######## vc_buffer ########
### Routing congestion, vc_buffer

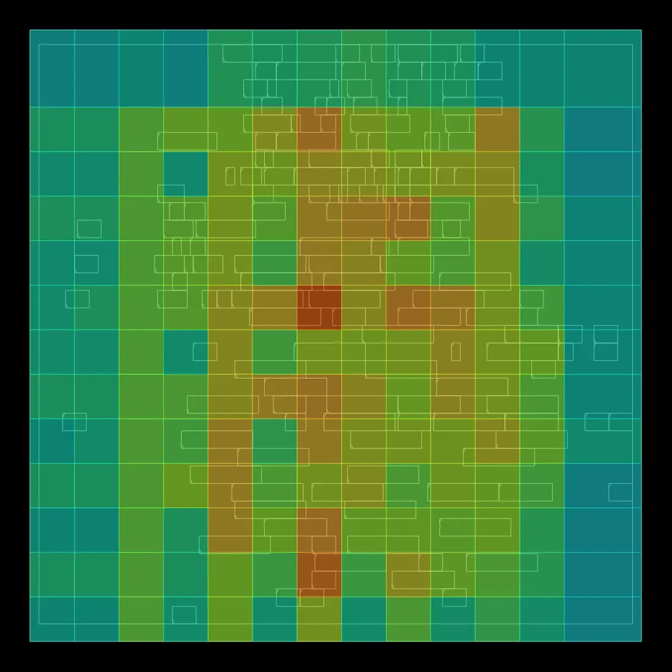
### Cells by drive strength, vc_buffer

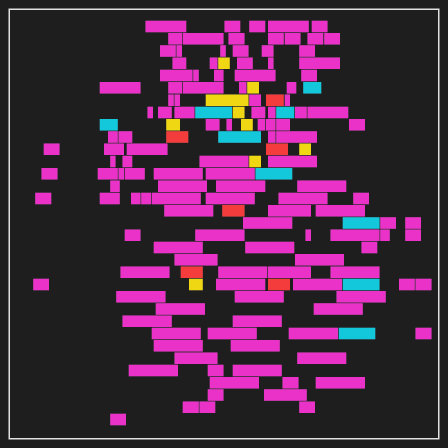
<file path="src/rtl/noc_pkg.sv">
// Shared NoC definitions: flit type codes, router port encoding, VC buffer FSM states.
package noc_pkg;

   // Flit type carried in the MSBs of every flit; INVALID is treated as non-head
   typedef enum logic [1:0] {
      FLIT_INVALID = 2'b00,
      FLIT_TAIL    = 2'b01,
      FLIT_BODY    = 2'b10,
      FLIT_HEAD    = 2'b11
   } flit_id_e;

   // Router output port numbering used by the allocator
   localparam int PORT_W = 3;
   localparam logic [PORT_W-1:0] PORT_LOCAL = 3'd0;
   localparam logic [PORT_W-1:0] PORT_WEST  = 3'd1;
   localparam logic [PORT_W-1:0] PORT_NORTH = 3'd2;
   localparam logic [PORT_W-1:0] PORT_EAST  = 3'd3;
   localparam logic [PORT_W-1:0] PORT_SOUTH = 3'd4;

   // Input VC state: waiting for a head flit, or holding a route for a packet
   typedef enum logic {
      ST_WAIT_HEAD = 1'b0,
      ST_ROUTED    = 1'b1
   } vc_state_e;

endpackage

</file>
<file path="src/rtl/sync_fifo.sv">
// Single-clock FIFO with combinational read of the head entry.
// Push while full and pop while empty are ignored; pointers wrap naturally (DEPTH is a power of 2).
module sync_fifo #(
   parameter int WIDTH = 10,
   parameter int DEPTH = 4
) (
   input  logic             clk_i,
   input  logic             rst_ni,
   input  logic             push,
   input  logic             pop,
   input  logic [WIDTH-1:0] wdata,
   output logic [WIDTH-1:0] rdata,
   output logic             full,
   output logic             empty
);

   localparam int PTR_W = $clog2(DEPTH);
   localparam int CNT_W = PTR_W + 1;

   logic [WIDTH-1:0] mem_r [DEPTH];
   logic [PTR_W-1:0] wptr_r;
   logic [PTR_W-1:0] rptr_r;
   logic [CNT_W-1:0] count_r;
   logic             push_s;
   logic             pop_s;

   assign full   = (count_r == CNT_W'(DEPTH));
   assign empty  = (count_r == {CNT_W{1'b0}});
   assign push_s = push && !full;
   assign pop_s  = pop && !empty;
   assign rdata  = mem_r[rptr_r];

   // Storage array; contents need no reset since the pointers define validity
   always_ff @(posedge clk_i) begin
      if (push_s) begin
         mem_r[wptr_r] <= wdata;
      end
   end

   // Pointer and occupancy bookkeeping; simultaneous push and pop keeps the count
   always_ff @(posedge clk_i or negedge rst_ni) begin
      if (!rst_ni) begin
         wptr_r  <= {PTR_W{1'b0}};
         rptr_r  <= {PTR_W{1'b0}};
         count_r <= {CNT_W{1'b0}};
      end else begin
         if (push_s) begin
            wptr_r <= wptr_r + PTR_W'(1);
         end
         if (pop_s) begin
            rptr_r <= rptr_r + PTR_W'(1);
         end
         case ({push_s, pop_s})
            2'b10:   count_r <= count_r + CNT_W'(1);
            2'b01:   count_r <= count_r - CNT_W'(1);
            default: count_r <= count_r;
         endcase
      end
   end

endmodule

</file>
<file path="src/rtl/vc_buffer.sv">
// Router input virtual-channel buffer: queues flits, XY-routes each head flit
// against this node's coordinates and releases one flit per allocator grant
// until the packet's tail has left.
module vc_buffer
   import noc_pkg::*;
#(
   parameter int FLIT_DATA_W  = 8,
   parameter int FLIT_ID_W    = 2,
   parameter int BUFFER_DEPTH = 4,
   parameter int ROW_ADDR_W   = 2,
   parameter int COL_ADDR_W   = 2,
   parameter int ROW_CORD     = 0,
   parameter int COL_CORD     = 0,
   parameter int OUT_M        = 5
) (
   input  logic                                clk_i,
   input  logic                                rst_ni,
   input  logic [FLIT_ID_W+FLIT_DATA_W-1:0]    data_i,
   input  logic                                data_vld_i,
   output logic                                rdy_o,
   output logic [FLIT_ID_W+FLIT_DATA_W-1:0]    data_o,
   output logic                                data_vld_o,
   output logic [FLIT_ID_W-1:0]                flit_id_o,
   output logic [$clog2(OUT_M)-1:0]            rtr_res_o,
   output logic                                rtr_res_vld_o,
   input  logic                                chan_alloc_i,
   output logic                                err_o
);

   localparam int FLIT_W    = FLIT_ID_W + FLIT_DATA_W;
   localparam int RTR_RES_W = $clog2(OUT_M);

   logic [FLIT_W-1:0]     head_s;
   logic                  empty_s;
   logic                  full_s;
   logic [FLIT_ID_W-1:0]  id_s;
   logic                  is_head_s;
   logic                  is_tail_s;
   logic [COL_ADDR_W-1:0] dest_col_s;
   logic [ROW_ADDR_W-1:0] dest_row_s;
   logic [PORT_W-1:0]     route_s;
   logic                  push_s;
   logic                  grant_pop_s;
   logic                  discard_pop_s;
   logic                  pop_s;

   vc_state_e             state_r;
   logic [RTR_RES_W-1:0]  rtr_res_r;
   logic                  err_r;

   assign id_s       = head_s[FLIT_W-1 -: FLIT_ID_W];
   assign is_head_s  = (id_s == FLIT_ID_W'(FLIT_HEAD));
   assign is_tail_s  = (id_s == FLIT_ID_W'(FLIT_TAIL));
   assign dest_col_s = head_s[COL_ADDR_W-1:0];
   assign dest_row_s = head_s[COL_ADDR_W+ROW_ADDR_W-1:COL_ADDR_W];

   // Full is derived from the registered count, so there is no pass-through when full
   assign rdy_o         = !full_s;
   assign push_s        = data_vld_i && rdy_o;
   assign rtr_res_vld_o = (state_r == ST_ROUTED);
   assign data_vld_o    = rtr_res_vld_o && !empty_s;
   assign grant_pop_s   = chan_alloc_i && data_vld_o;
   // A flit that cannot start a packet is dropped while no route is held
   assign discard_pop_s = (state_r == ST_WAIT_HEAD) && !empty_s && !is_head_s;
   assign pop_s         = grant_pop_s || discard_pop_s;
   assign data_o        = head_s;
   assign flit_id_o     = id_s;
   assign rtr_res_o     = rtr_res_r;
   assign err_o         = err_r;

   sync_fifo #(
      .WIDTH (FLIT_W),
      .DEPTH (BUFFER_DEPTH)
   ) u_fifo (
      .clk_i  (clk_i),
      .rst_ni (rst_ni),
      .push   (push_s),
      .pop    (pop_s),
      .wdata  (data_i),
      .rdata  (head_s),
      .full   (full_s),
      .empty  (empty_s)
   );

   // Column-first XY route of the flit currently at the FIFO head (unsigned compares)
   always_comb begin
      route_s = PORT_LOCAL;
      if (dest_col_s > COL_ADDR_W'(COL_CORD)) begin
         route_s = PORT_EAST;
      end else if (dest_col_s < COL_ADDR_W'(COL_CORD)) begin
         route_s = PORT_WEST;
      end else if (dest_row_s > ROW_ADDR_W'(ROW_CORD)) begin
         route_s = PORT_SOUTH;
      end else if (dest_row_s < ROW_ADDR_W'(ROW_CORD)) begin
         route_s = PORT_NORTH;
      end else begin
         route_s = PORT_LOCAL;
      end
   end

   // Packet FSM: latch the route on a head, hold it until the tail is granted out
   always_ff @(posedge clk_i or negedge rst_ni) begin
      if (!rst_ni) begin
         state_r   <= ST_WAIT_HEAD;
         rtr_res_r <= {RTR_RES_W{1'b0}};
         err_r     <= 1'b0;
      end else begin
         err_r <= discard_pop_s;
         case (state_r)
            ST_WAIT_HEAD: begin
               if (!empty_s && is_head_s) begin
                  rtr_res_r <= RTR_RES_W'(route_s);
                  state_r   <= ST_ROUTED;
               end
            end
            ST_ROUTED: begin
               if (grant_pop_s && is_tail_s) begin
                  state_r <= ST_WAIT_HEAD;
               end
            end
            default: begin
               state_r <= ST_WAIT_HEAD;
            end
         endcase
      end
   end

endmodule

</file>
<file path="config.mk">
export PLATFORM = sky130hd
export DESIGN_NAME = vc_buffer
export DESIGN_NICKNAME = d
export VERILOG_FILES = /design/src/rtl/noc_pkg.sv /design/src/rtl/sync_fifo.sv /design/src/rtl/vc_buffer.sv
export SDC_FILE = /design/constraint.sdc
export NUM_CORES = 1
export LEC_CHECK = 0
export ABC_AREA = 0
export CAP_MARGIN = 20
export CORE_UTILIZATION = 25
export DETAILED_ROUTE_END_ITERATION = 10
export GPL_ROUTABILITY_DRIVEN = 0
export SYNTH_ARGS = -nofsm -noshare
export SYNTH_HDL_FRONTEND = slang
export SYNTH_SLANG_ARGS = --single-unit
export TNS_END_PERCENT = 10
</file>
<file path="constraint.sdc">
create_clock -name clk_i -period 2.6 [get_ports clk_i]
set_input_delay 0.39 -clock clk_i [delete_from_list [all_inputs] [get_ports clk_i]]
set_output_delay 0.39 -clock clk_i [all_outputs]
set_load 0.005 [all_outputs]
</file>
==> flow_metrics.env <==
# flow metrics
export IMPL_status="completed"
export IMPL_common_cells="edfxtp_1, dfrtp_1, inv_1"
export IMPL_dpl_hpwl_um=2700
export IMPL_fp_dieW_um=94.8
export IMPL_max_slew_margin_pct=62.5
export IMPL_layout_top_cell="edfxtp_1"
export IMPL_cp_max_fo=5
export IMPL_syn_area_per_cell_sq_um=18.5
export IMPL_final_cell_area_sq_um=2700
export IMPL_gr_usage_met2_pct=15.2
export IMPL_antenna_found_initial=0
export IMPL_cts_tree="yes"
export IMPL_root_buffer="clkbuf_8"
export IMPL_warnings=29
export IMPL_top_area_cell="edfxtp_1"
export IMPL_met1_usage_pct=12.1
export IMPL_cp_cell_sequence="mux4_2 -> a311oi_4 -> ha_1 -> inv_1 -> fa_1 -> xor2_1 -> nor2_1 -> xor2_1"
export IMPL_post_drt_via_cell_ratio=4.30
export IMPL_tns_ns=0
export IMPL_top_regs="u_fifo.mem_r: 40 flops, u_fifo.count_r: 3 flops"
export IMPL_ys_flops=51
export IMPL_fmax_ghz=0.402
export IMPL_portBuffers=32
export IMPL_sh_seq_area_pct=54.8
export IMPL_finalClockPeriodUsage_pct=95.6
export IMPL_p_leak_nw=0.966
export IMPL_antenna_left=0
export IMPL_min_period_ns=2.49
export IMPL_regMostFlops="u_fifo.mem_r"
export IMPL_finalHoldViolCount=0
export IMPL_clock_buffers=5
export IMPL_critPathBufInv=1
export IMPL_drtIter0Drc=49
export IMPL_postSynthSeqShare_pct=68.6
export IMPL_ys_cells=116
export IMPL_grt_pass1_vias=1168
export IMPL_synth_edff_count=40
export IMPL_synth_mux_area_fraction_pct=12.9
export IMPL_synth_area_sq_um=2150
export IMPL_vdd_ir_drop_max_v=0.000284
export IMPL_setup_ws_ns=0.114
export IMPL_routed_wl_um=3910
export IMPL_setup_worst_path_end_class="flop"
export IMPL_ctsHoldBuffers=0
export IMPL_placedCellCount=253
export IMPL_place_worst_setup_slack_ns=0.0729
export IMPL_grt_pass1_wl_um=6180
export IMPL_largest_reg_flops=40
export IMPL_cap_violations=0
export IMPL_reg2reg_depth=8
export IMPL_fillers=812
export IMPL_worst_pin_slew_ns=0.562
export IMPL_cp_required_ns=2.83
export IMPL_rr_startpoint="u_fifo.rptr_r[0]"
export IMPL_fin_nets=175
export IMPL_yosys_area_sq_um=2150
export IMPL_power_density_nw_per_um2=1110
export IMPL_diodes=0
export IMPL_logic_gate_count=50
export IMPL_most_common_layout_cells="edfxtp_1, clkdlybuf4s50_1, dfrtp_1, inv_1, buf_4"
export IMPL_drv_slew=0
export IMPL_clock_path_buffers=2
export IMPL_startpoint_type="flop"
About 'Routing congestion' of vc_buffer:
busiest grt layer: met2
GRT met3 Usage: 2.90%
GRT Util Overall: 9.54%
Avg WL per Cell: 15.0 um

About 'Cells by drive strength' of vc_buffer:
magenta -> _0 and _1 cells  # cells 132, most used edfxtp_1
red -> _6 and larger  # cells 6, most used clkbuf_8
cyan -> _2 cells  # cells 9, most used mux4_2
yellow -> _3 and _4 cells  # cells 9, most used buf_4

-- layer usage --
metal	share of wire, %	vias up
met5	0	-
met4	1.8	0
met3	4.3	6
met2	48	21
met1	45	569
li1	-	527
-- metrics by stage --
stage          hold WS [ns]  utilization, %
2_1_floorplan        0.0944               -
3_3_place_gp          0.504            31.5
3_5_place_dp          0.505            31.5
4_1_cts               0.453            32.7
5_1_grt               0.466            32.7
6_report              0.433            32.7
-- power breakdown --
group          switching (mW)  internal [mW]
Sequential              0.114           1.11
Combinational           0.566          0.728
Clock                   0.282          0.200

######## mem_access_ctrl ########
### src/rtl/mem_access_ctrl.sv
// mem_access_ctrl
// MEM-stage memory access controller for the 16-bit pipelined CPU.
// Runs the SRAM port, which is shared with instruction fetch, through a
// multi-cycle read or write for the load/store held in EX/MEM. While a data
// access is in flight, fetch is starved and the pipeline is frozen with
// mem_stall. The registered load result is mem_read_data.
//
// Optional feature: define UART_MMIO_EN to map the UART at 0xBF00/0xBF01.
// Without it, every address goes to SRAM and the UART outputs are tied low.
//
// Ports:
//   clk, rst (async, active-low)
//   emo_mem_op/emo_alu_answer/emo_mem_wdata : request from EX/MEM
//   mem_read_data, mem_stall                : load result, pipeline freeze
//   if_addr, if_inst, if_inst_valid         : fetch side of the shared port
//   ram_*                                   : SRAM pins
//   uart_*                                  : UART MMIO strobes and data
//   dbg_state                               : current FSM state
//
// Handshake: a request (emo_mem_op 01/10) is accepted in IDLE in the same
// cycle it appears. EX/MEM holds it steady for as long as mem_stall is high.
// In DONE, mem_stall drops and the pipeline advances, which retires the
// request. if_inst is usable only in a cycle where if_inst_valid is high.
module mem_access_ctrl #(
  parameter int WAIT_CYCLES = 1
) (
  input  logic        clk,
  input  logic        rst,
  input  logic [1:0]  emo_mem_op,
  input  logic [15:0] emo_alu_answer,
  input  logic [15:0] emo_mem_wdata,
  output logic [15:0] mem_read_data,
  output logic        mem_stall,
  input  logic [15:0] if_addr,
  output logic [15:0] if_inst,
  output logic        if_inst_valid,
  output logic [17:0] ram_addr,
  output logic [15:0] ram_data_out,
  input  logic [15:0] ram_data_in,
  output logic        ram_data_oe,
  output logic        ram_oe_n,
  output logic        ram_we_n,
  input  logic [7:0]  uart_rx_data,
  input  logic        uart_rx_ready,
  input  logic        uart_tx_ready,
  output logic        uart_rx_ack,
  output logic        uart_tx_strobe,
  output logic [7:0]  uart_tx_data,
  output logic [2:0]  dbg_state
);

  typedef enum logic [2:0] {
    IDLE     = 3'd0,
    RD_WAIT  = 3'd1,
    RD_LATCH = 3'd2,
    WR_PULSE = 3'd3,
    WR_HOLD  = 3'd4,
    DONE     = 3'd5
  } state_t;

  localparam logic [2:0] WC = 3'(WAIT_CYCLES);

  state_t      state, state_nxt;
  logic [2:0]  cnt, cnt_nxt;
  logic        is_rd, is_wr, req, is_uart;
  logic        rd_load;
  logic [15:0] rd_value;

  assign is_rd = (emo_mem_op == 2'b01);
  assign is_wr = (emo_mem_op == 2'b10);
  assign req   = is_rd | is_wr;

`ifdef UART_MMIO_EN
  // 0xBF00 and 0xBF01 share every address bit except bit 0.
  assign is_uart = (emo_alu_answer[15:1] == 15'h5F80);
`else
  assign is_uart = 1'b0;
  logic unused_uart;
  assign unused_uart = ^{uart_rx_data, uart_rx_ready, uart_tx_ready};
`endif

  assign if_inst   = ram_data_in;
  assign dbg_state = state;

  always_ff @(posedge clk or negedge rst) begin
    if (!rst) begin
      state         <= IDLE;
      cnt           <= 3'd0;
      mem_read_data <= 16'h0000;
    end else begin
      state <= state_nxt;
      cnt   <= cnt_nxt;
      if (rd_load) mem_read_data <= rd_value;
    end
  end

  always_comb begin
    state_nxt      = state;
    cnt_nxt        = cnt;
    ram_addr       = 18'h0;
    ram_data_out   = 16'h0;
    ram_data_oe    = 1'b0;
    ram_oe_n       = 1'b1;
    ram_we_n       = 1'b1;
    if_inst_valid  = 1'b0;
    mem_stall      = 1'b0;
    rd_load        = 1'b0;
    rd_value       = ram_data_in;
    uart_rx_ack    = 1'b0;
    uart_tx_strobe = 1'b0;
    uart_tx_data   = 8'h00;

    case (state)
      IDLE: begin
        if (!req) begin
          ram_addr      = {2'b00, if_addr};
          ram_oe_n      = 1'b0;
          if_inst_valid = 1'b1;
        end else if (is_uart) begin
          // UART access completes in the accept cycle; SRAM stays idle.
          mem_stall = 1'b1;
          state_nxt = DONE;
`ifdef UART_MMIO_EN
          if (is_rd) begin
            rd_load     = 1'b1;
            rd_value    = emo_alu_answer[0] ? {14'b0, uart_rx_ready, uart_tx_ready}
                                            : {8'b0, uart_rx_data};
            uart_rx_ack = ~emo_alu_answer[0];
          end else if (!emo_alu_answer[0]) begin
            uart_tx_strobe = 1'b1;
            uart_tx_data   = emo_mem_wdata[7:0];
          end
`endif
        end else if (is_rd) begin
          ram_addr  = {2'b00, emo_alu_answer};
          ram_oe_n  = 1'b0;
          mem_stall = 1'b1;
          if (WAIT_CYCLES == 0) begin
            state_nxt = RD_LATCH;
          end else begin
            state_nxt = RD_WAIT;
            cnt_nxt   = WC - 3'd1;
          end
        end else begin
          // Write setup: bus driven, both strobes inactive.
          ram_addr     = {2'b00, emo_alu_answer};
          ram_data_out = emo_mem_wdata;
          ram_data_oe  = 1'b1;
          mem_stall    = 1'b1;
          state_nxt    = WR_PULSE;
          cnt_nxt      = WC;
        end
      end
      RD_WAIT: begin
        ram_addr  = {2'b00, emo_alu_answer};
        ram_oe_n  = 1'b0;
        mem_stall = 1'b1;
        if (cnt == 3'd0) state_nxt = RD_LATCH;
        else             cnt_nxt   = cnt - 3'd1;
      end
      RD_LATCH: begin
        ram_addr  = {2'b00, emo_alu_answer};
        ram_oe_n  = 1'b0;
        mem_stall = 1'b1;
        rd_load   = 1'b1;
        state_nxt = DONE;
      end
      WR_PULSE: begin
        ram_addr     = {2'b00, emo_alu_answer};
        ram_data_out = emo_mem_wdata;
        ram_data_oe  = 1'b1;
        ram_we_n     = 1'b0;
        mem_stall    = 1'b1;
        if (cnt == 3'd0) state_nxt = WR_HOLD;
        else             cnt_nxt   = cnt - 3'd1;
      end
      WR_HOLD: begin
        // Data is held one cycle past the rising edge of we_n.
        ram_addr     = {2'b00, emo_alu_answer};
        ram_data_out = emo_mem_wdata;
        ram_data_oe  = 1'b1;
        mem_stall    = 1'b1;
        state_nxt    = DONE;
      end
      DONE: begin
        state_nxt = IDLE;
      end
      default: begin
        state_nxt = IDLE;
      end
    endcase

    // While rst is low, the pins are forced safe. This also ends a write
    // pulse at once, with no clock edge needed.
    if (!rst) begin
      mem_stall      = 1'b0;
      if_inst_valid  = 1'b0;
      ram_we_n       = 1'b1;
      ram_oe_n       = 1'b1;
      ram_data_oe    = 1'b0;
      ram_addr       = 18'h0;
      uart_rx_ack    = 1'b0;
      uart_tx_strobe = 1'b0;
    end
  end

endmodule

### config.mk
export PLATFORM = sky130hd
export DESIGN_NAME = mem_access_ctrl
export DESIGN_NICKNAME = d
export VERILOG_FILES = /design/src/rtl/mem_access_ctrl.sv
export SDC_FILE = /design/constraint.sdc
export NUM_CORES = 1
export LEC_CHECK = 0
export ABC_CLOCK_PERIOD_IN_PS = 1670
export CORE_UTILIZATION = 26
export CTS_CLUSTER_SIZE = 16
export DETAILED_ROUTE_END_ITERATION = 10
export GPL_ROUTABILITY_DRIVEN = 0
export PLACE_DENSITY = 0.75
export SKIP_CTS_REPAIR_TIMING = 1
export SLEW_MARGIN = 30
export SYNTH_ARGS = -nofsm -noshare
export SYNTH_HDL_FRONTEND = slang
export SYNTH_SLANG_ARGS = --single-unit
### constraint.sdc
create_clock -name clk -period 1.67 [get_ports clk]
set_input_delay 0.2505 -clock clk [delete_from_list [all_inputs] [get_ports clk]]
set_output_delay 0.2505 -clock clk [all_outputs]
set_load 0.02 [all_outputs]
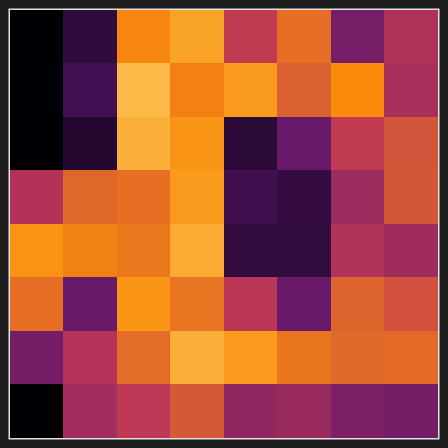
*Local utilization, mem_access_ctrl*
The die is cut into 8 by 8 equal tiles; black is low, pale yellow is high, 0 to 100% covered.
emptiest ninth of the die = north-west
mean over tiles = 49%
tiles over 75% full = 17%
nearly empty tiles = 6.2%

==> flow_metrics.env <==
# flow metrics
export IMPL_power_density_nw_per_um2=1520
export IMPL_drc=0
export IMPL_comb_area_sq_um=940
export IMPL_status="complete, but fails checks"
export IMPL_grt_pass1_wl_um=6780
export IMPL_fin_util_pct=55.3
export IMPL_drtIter0Drc=37
export IMPL_cp_max_fo=17
export IMPL_clock_path_buffers=2
export IMPL_top_area_share_pct=34.8
export IMPL_violations="setup timing"
export IMPL_area_growth_pct=106
export IMPL_p_leak_nw=1.50
export IMPL_power_frac_seq_pct=20.3
export IMPL_overflow=0
export IMPL_final_cell_area_sq_um=3250
export IMPL_cp_top_family="simple AND/OR/NAND/NOR gates"
export IMPL_slowest_stage="dfrtp_2"
export IMPL_top_layer_used="met4"
export IMPL_async_reset_ff_share_pct=100
export IMPL_synth_mux_area_fraction_pct=12.1
export IMPL_tns_ns=-10.32
export IMPL_dr_wl_met2_um=2850
export IMPL_pg_comb_mw=3.57
export IMPL_setup_viol=50
export IMPL_route_met3_wl_um=526
export IMPL_clock_latency_ns=0.26
export IMPL_finalClockPeriodUsage_pct=126
export IMPL_drv_slew=0
export IMPL_met1_usage_pct=13.4
export IMPL_crit_reg2reg_capture="mem_read_data[5]"
export IMPL_top_area_cell="dfrtp_1"
export IMPL_setup_ws_ns=-0.433
export IMPL_post_drt_via_cell_ratio=4.46
export IMPL_ys_cells=156
export IMPL_endpoint="ram_addr[13]"
[state kept, by name, indices dropped and copies added (netlist names)]
signal / flops
cnt: 3
dbg_state: 3
mem_read_data: 16
[layout make-up]
class / count / share of cell area (%)
Multi-Input combinational cell: 100 / 28.9
Clock buffer: 4 / 1.69
Timing Repair Buffer: 161 / 48.6
Sequential cell: 22 / 17.0
Tap cell: 75 / 2.88
Inverter: 7 / 0.885

######## main_mem_arbiter ########
$ cat src/rtl/main_mem_arbiter.sv
// main_mem_arbiter: shares main_mem's single data port between the core LSU
// (requester 0) and the loader/debug DMA (requester 1). It also sequences
// fence_i so the fence never overlaps data reads that are still in flight.
// The grant is combinational and is issued in the cycle the request is seen.
// Read data comes back RD_LAT cycles after the grant. It is steered to the
// requester that issued the read by a small {valid, src} tag pipeline.
module main_mem_arbiter #(
  parameter int AW     = 14,
  parameter int DW     = 32,
  parameter int RD_LAT = 1
) (
  input  logic          i_clk,
  input  logic          i_rst,
  // requester 0: core load/store unit
  input  logic          i_r0_req,
  input  logic          i_r0_wen,
  input  logic [3:0]    i_r0_ben,
  input  logic [AW-1:0] i_r0_addr,
  input  logic [DW-1:0] i_r0_wdata,
  output logic          o_r0_gnt,
  output logic          o_r0_rvalid,
  output logic [DW-1:0] o_r0_rdata,
  // requester 1: loader / debug DMA
  input  logic          i_r1_req,
  input  logic          i_r1_wen,
  input  logic [3:0]    i_r1_ben,
  input  logic [AW-1:0] i_r1_addr,
  input  logic [DW-1:0] i_r1_wdata,
  output logic          o_r1_gnt,
  output logic          o_r1_rvalid,
  output logic [DW-1:0] o_r1_rdata,
  // instruction-fetch coherence
  input  logic          i_fence_req,
  output logic          o_fence_done,
  // main_mem data port
  output logic          o_dm_ren,
  output logic          o_dm_wen,
  output logic [3:0]    o_dm_ben,
  output logic [AW-1:0] o_dm_addr,
  output logic [DW-1:0] o_dm_wdata,
  input  logic [DW-1:0] i_dm_rdata,
  output logic          o_fence_i,
  input  logic          i_mem_ready
);

  typedef enum logic [1:0] {
    ST_ARB   = 2'd0,
    ST_DRAIN = 2'd1,
    ST_FENCE = 2'd2,
    ST_FWAIT = 2'd3
  } state_t;

  state_t              state_q, state_d;
  logic                rr_q, rr_d;          // 0: r0 wins a tie, 1: r1 wins a tie
  logic                blk_q, blk_d;        // outputs forced low the cycle after reset
  logic [RD_LAT-1:0]   tag_vld_q, tag_vld_d;
  logic [RD_LAT-1:0]   tag_src_q, tag_src_d;
  logic [AW-1:0]       addr_q, addr_d;
  logic [DW-1:0]       wdata_q, wdata_d;

  logic                out_blk;
  logic                can_grant;
  logic                gnt_vld;
  logic                sel;                 // granted requester index
  logic                sel_wen;
  logic [3:0]          sel_ben;
  logic [AW-1:0]       sel_addr;
  logic [DW-1:0]       sel_wdata;
  logic                rd_vld;
  logic                rd_src;

  // Every output is held low while reset is asserted and for one cycle afterwards.
  assign out_blk = i_rst | blk_q;

  // Pick at most one requester per cycle and mux its fields.
  always_comb begin
    can_grant = 1'b0;
    gnt_vld   = 1'b0;
    sel       = 1'b0;
    sel_wen   = 1'b0;
    sel_ben   = 4'h0;
    sel_addr  = '0;
    sel_wdata = '0;
    // A fence request in ARB has priority over any request in the same cycle.
    can_grant = (state_q == ST_ARB) && !i_fence_req && i_mem_ready && !out_blk;
    if (i_r0_req && i_r1_req) begin
      sel = rr_q;
    end else begin
      sel = i_r1_req;
    end
    gnt_vld = can_grant && (i_r0_req || i_r1_req);
    if (sel) begin
      sel_wen   = i_r1_wen;
      sel_ben   = i_r1_ben;
      sel_addr  = i_r1_addr;
      sel_wdata = i_r1_wdata;
    end else begin
      sel_wen   = i_r0_wen;
      sel_ben   = i_r0_ben;
      sel_addr  = i_r0_addr;
      sel_wdata = i_r0_wdata;
    end
  end

  // Fence sequencer: wait for in-flight reads, pulse fence_i, then wait for ready.
  always_comb begin
    state_d = state_q;
    unique case (state_q)
      ST_ARB: begin
        if (i_fence_req) state_d = ST_DRAIN;
      end
      ST_DRAIN: begin
        if ((tag_vld_q == '0) && i_mem_ready) state_d = ST_FENCE;
      end
      ST_FENCE: begin
        state_d = ST_FWAIT;
      end
      ST_FWAIT: begin
        if (i_mem_ready) state_d = ST_ARB;
      end
      default: begin
        state_d = ST_ARB;
      end
    endcase
  end

  // Round-robin pointer moves to the other requester after every grant.
  // The post-reset output block releases after one cycle.
  always_comb begin
    rr_d  = rr_q;
    blk_d = 1'b0;
    if (gnt_vld) rr_d = ~sel;
  end

  // Read-tag pipeline: one {valid, src} entry per cycle, reads only mark valid.
  always_comb begin
    tag_vld_d    = '0;
    tag_src_d    = '0;
    tag_vld_d[0] = gnt_vld & ~sel_wen;
    tag_src_d[0] = sel;
    for (int k = 1; k < RD_LAT; k++) begin
      tag_vld_d[k] = tag_vld_q[k-1];
      tag_src_d[k] = tag_src_q[k-1];
    end
  end

  // Address and write data keep their last granted value between grants.
  always_comb begin
    addr_d  = addr_q;
    wdata_d = wdata_q;
    if (gnt_vld) begin
      addr_d  = sel_addr;
      wdata_d = sel_wdata;
    end
  end

  // Control and output-hold state, with synchronous reset.
  always_ff @(posedge i_clk) begin
    if (i_rst) begin
      state_q   <= ST_ARB;
      rr_q      <= 1'b0;
      blk_q     <= 1'b1;
      tag_vld_q <= '0;
      addr_q    <= '0;
      wdata_q   <= '0;
    end else begin
      state_q   <= state_d;
      rr_q      <= rr_d;
      blk_q     <= blk_d;
      tag_vld_q <= tag_vld_d;
      addr_q    <= addr_d;
      wdata_q   <= wdata_d;
    end
  end

  // Tag source bits are only meaningful alongside a set valid bit, so no reset.
  always_ff @(posedge i_clk) begin
    tag_src_q <= tag_src_d;
  end

  // ---- read return: output end of the tag pipeline ----
  assign rd_vld = tag_vld_q[RD_LAT-1] & ~out_blk;
  assign rd_src = tag_src_q[RD_LAT-1];

  assign o_r0_rvalid = rd_vld & ~rd_src;
  assign o_r1_rvalid = rd_vld &  rd_src;
  assign o_r0_rdata  = o_r0_rvalid ? i_dm_rdata : '0;
  assign o_r1_rdata  = o_r1_rvalid ? i_dm_rdata : '0;

  assign o_r0_gnt    = gnt_vld & ~sel;
  assign o_r1_gnt    = gnt_vld &  sel;

  assign o_dm_ren    = gnt_vld & ~sel_wen;
  assign o_dm_wen    = gnt_vld &  sel_wen;
  assign o_dm_ben    = gnt_vld ? sel_ben : 4'h0;
  assign o_dm_addr   = out_blk ? '0 : (gnt_vld ? sel_addr  : addr_q);
  assign o_dm_wdata  = out_blk ? '0 : (gnt_vld ? sel_wdata : wdata_q);

  assign o_fence_i    = (state_q == ST_FENCE) & ~out_blk;
  assign o_fence_done = (state_q == ST_FWAIT) & i_mem_ready & ~out_blk;

endmodule
$ cat config.mk
export PLATFORM = sky130hd
export DESIGN_NAME = main_mem_arbiter
export DESIGN_NICKNAME = d
export VERILOG_FILES = /design/src/rtl/main_mem_arbiter.sv
export SDC_FILE = /design/constraint.sdc
export NUM_CORES = 1
export LEC_CHECK = 0
export ABC_AREA = 1
export CAP_MARGIN = 20
export CORE_MARGIN = 2
export CORE_UTILIZATION = 31
export CTS_CLUSTER_DIAMETER = 120
export CTS_CLUSTER_SIZE = 30
export DETAILED_ROUTE_END_ITERATION = 10
export GPL_ROUTABILITY_DRIVEN = 0
export GPL_TIMING_DRIVEN = 0
export PLACE_DENSITY = 0.86
export SYNTH_ARGS = -nofsm -noshare
export SYNTH_HDL_FRONTEND = slang
export SYNTH_SLANG_ARGS = --single-unit
$ cat constraint.sdc
create_clock -name i_clk -period 1.5 [get_ports i_clk]
set_input_delay 0.15 -clock i_clk [delete_from_list [all_inputs] [get_ports i_clk]]
set_output_delay 0.15 -clock i_clk [all_outputs]
set_load 0.05 [all_outputs]
==> flow_metrics.env <==
# flow metrics
export IMPL_power_frac_comb_pct=45.5
export IMPL_total_power_mw=4.35
export IMPL_pwr_share_clk_pct=20.3
export IMPL_syn_inst=584
export IMPL_cts_sinks=52
export IMPL_hold_slack_ns=0.170
export IMPL_met3_usage_pct=6.96
export IMPL_cts_clk_slew_worst_paths_ns=0.10
export IMPL_synth_warnings=0
export IMPL_sw_frac_of_total_pct=39.0
export IMPL_antenna_found_initial=3
export IMPL_maxPowerGroup="combinational logic"
export IMPL_layout_top_cell="clkdlybuf4s50_1"
export IMPL_path_depth=10
export IMPL_grtUsageTotal_pct=30.9
export IMPL_overflow=0
export IMPL_switchingPower_mw=1.70
export IMPL_flop_area_sq_um=1050
export IMPL_clock_path_buffers=2
export IMPL_place_worst_setup_slack_ns=-1.30
export IMPL_grt_pass1_vias=5434
export IMPL_tap_cells=136
export IMPL_area_growth_pct=174
export IMPL_ys_flops=52
export IMPL_n_all_buffers=361
export IMPL_dr_wl_met2_um=11900
export IMPL_root_buffer="clkbuf_8"
export IMPL_htreeDepth=2
export IMPL_gr_usage_met2_pct=57.9
export IMPL_compound_area_share_pct=14.3
export IMPL_reg2reg_depth=10
export IMPL_finalHoldViolCount=0
export IMPL_status="complete, but fails checks"
export IMPL_setup_viol=128
export IMPL_setup_ws_ns=-0.706
export IMPL_numCtsBuffers=5
export IMPL_grt_pass1_wl_um=27900
export IMPL_crit_top_cell="nand2_4"
export IMPL_slowest_delay_ns=0.34
export IMPL_violations="setup timing"
export IMPL_max_slew_margin_pct=56.1
export IMPL_most_common_cell="nand2_1"
export IMPL_dpl_hpwl_um=12600
export IMPL_met1_usage_pct=31.9
==> sequential cells by signal (all words and copies together) (netlist names) <==
| signal | cells |
|---|---|
| rr_q | 1 |
| wdata_q | 32 |
| state_q | 2 |
| blk_q | 1 |
| tag_vld_q | 1 |
| rd_src | 1 |
| addr_q | 14 |
==> worst paths after layout <==
check,startpoint,slack [ns],endpoint
max reg2reg,rr_q,-0.10,rr_q
min,i_rst,0.17,blk_q
min reg2reg,wdata_q[18],0.51,wdata_q[18]
max,state_q[0],-0.71,o_dm_ben[1]
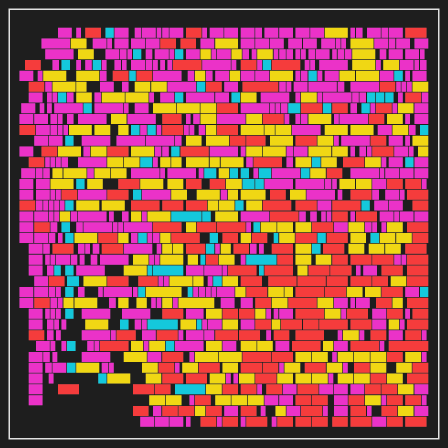
*Cells by drive strength, main_mem_arbiter*
magenta -> _0 and _1 cells  # cells 454, most used clkdlybuf4s50_1
yellow -> _3 and _4 cells  # cells 199, most used nor2_4
red -> _6 and larger  # cells 185, most used buf_6
cyan -> _2 cells  # cells 74, most used nand2_2

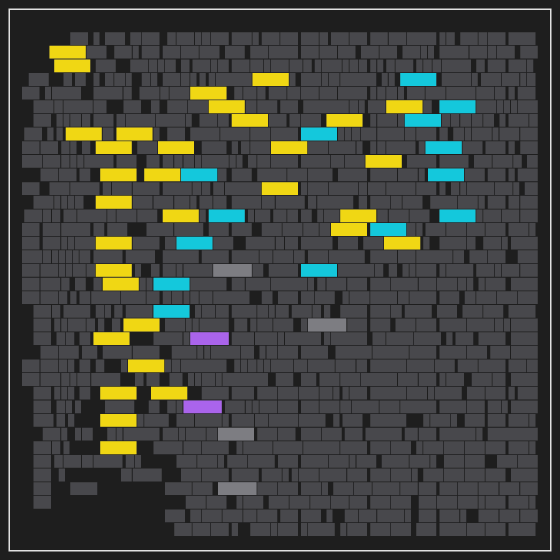
*Sequential cells grouped by signal name, main_mem_arbiter*
purple -> state_q  # sequential cells 2
yellow -> wdata_q  # sequential cells 32
cyan -> addr_q  # sequential cells 14
not colored = 4

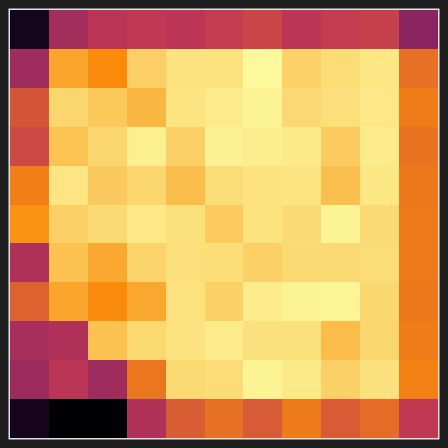
*Local utilization, main_mem_arbiter*
The die is cut into 11 by 11 equal tiles; black is low, pale yellow is high, 0 to 100% covered.
emptiest ninth of the die = south-west
fullest tile = 99%
tiles over 75% full = 63%
nearly empty tiles = 1.7%



==> screenshots <==
Placed cells, one color a class.
picture 1
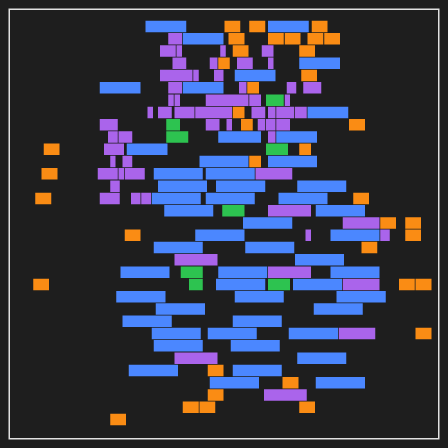
picture 2
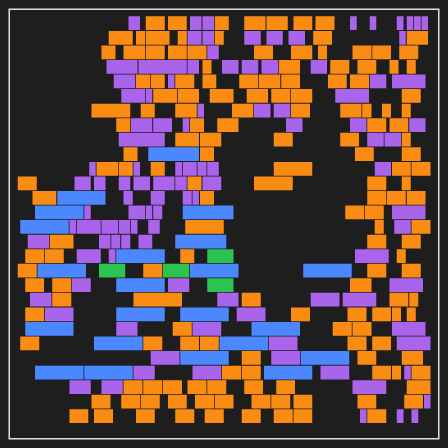
picture 3
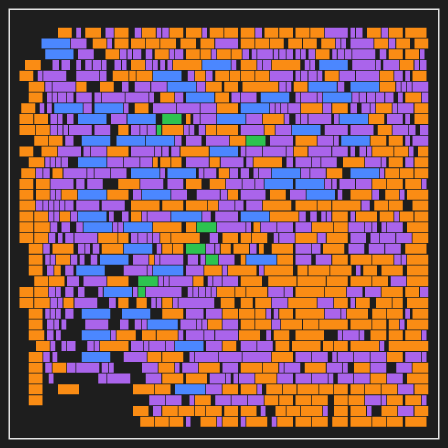
vc_buffer is picture 1.
mem_access_ctrl is picture 2.
main_mem_arbiter is picture 3.
Of these, fewest sequential cells: picture 2
Of these, fewest cells: picture 1

Key to picture 2:
blue -> flops  # cells 22
green -> clock drivers and dummy loads  # cells 4
purple -> combinational and other logic  # cells 107
orange -> other buffers and delay cells  # cells 161

No activity file was given, so power comes from the tool's default toggle rates.
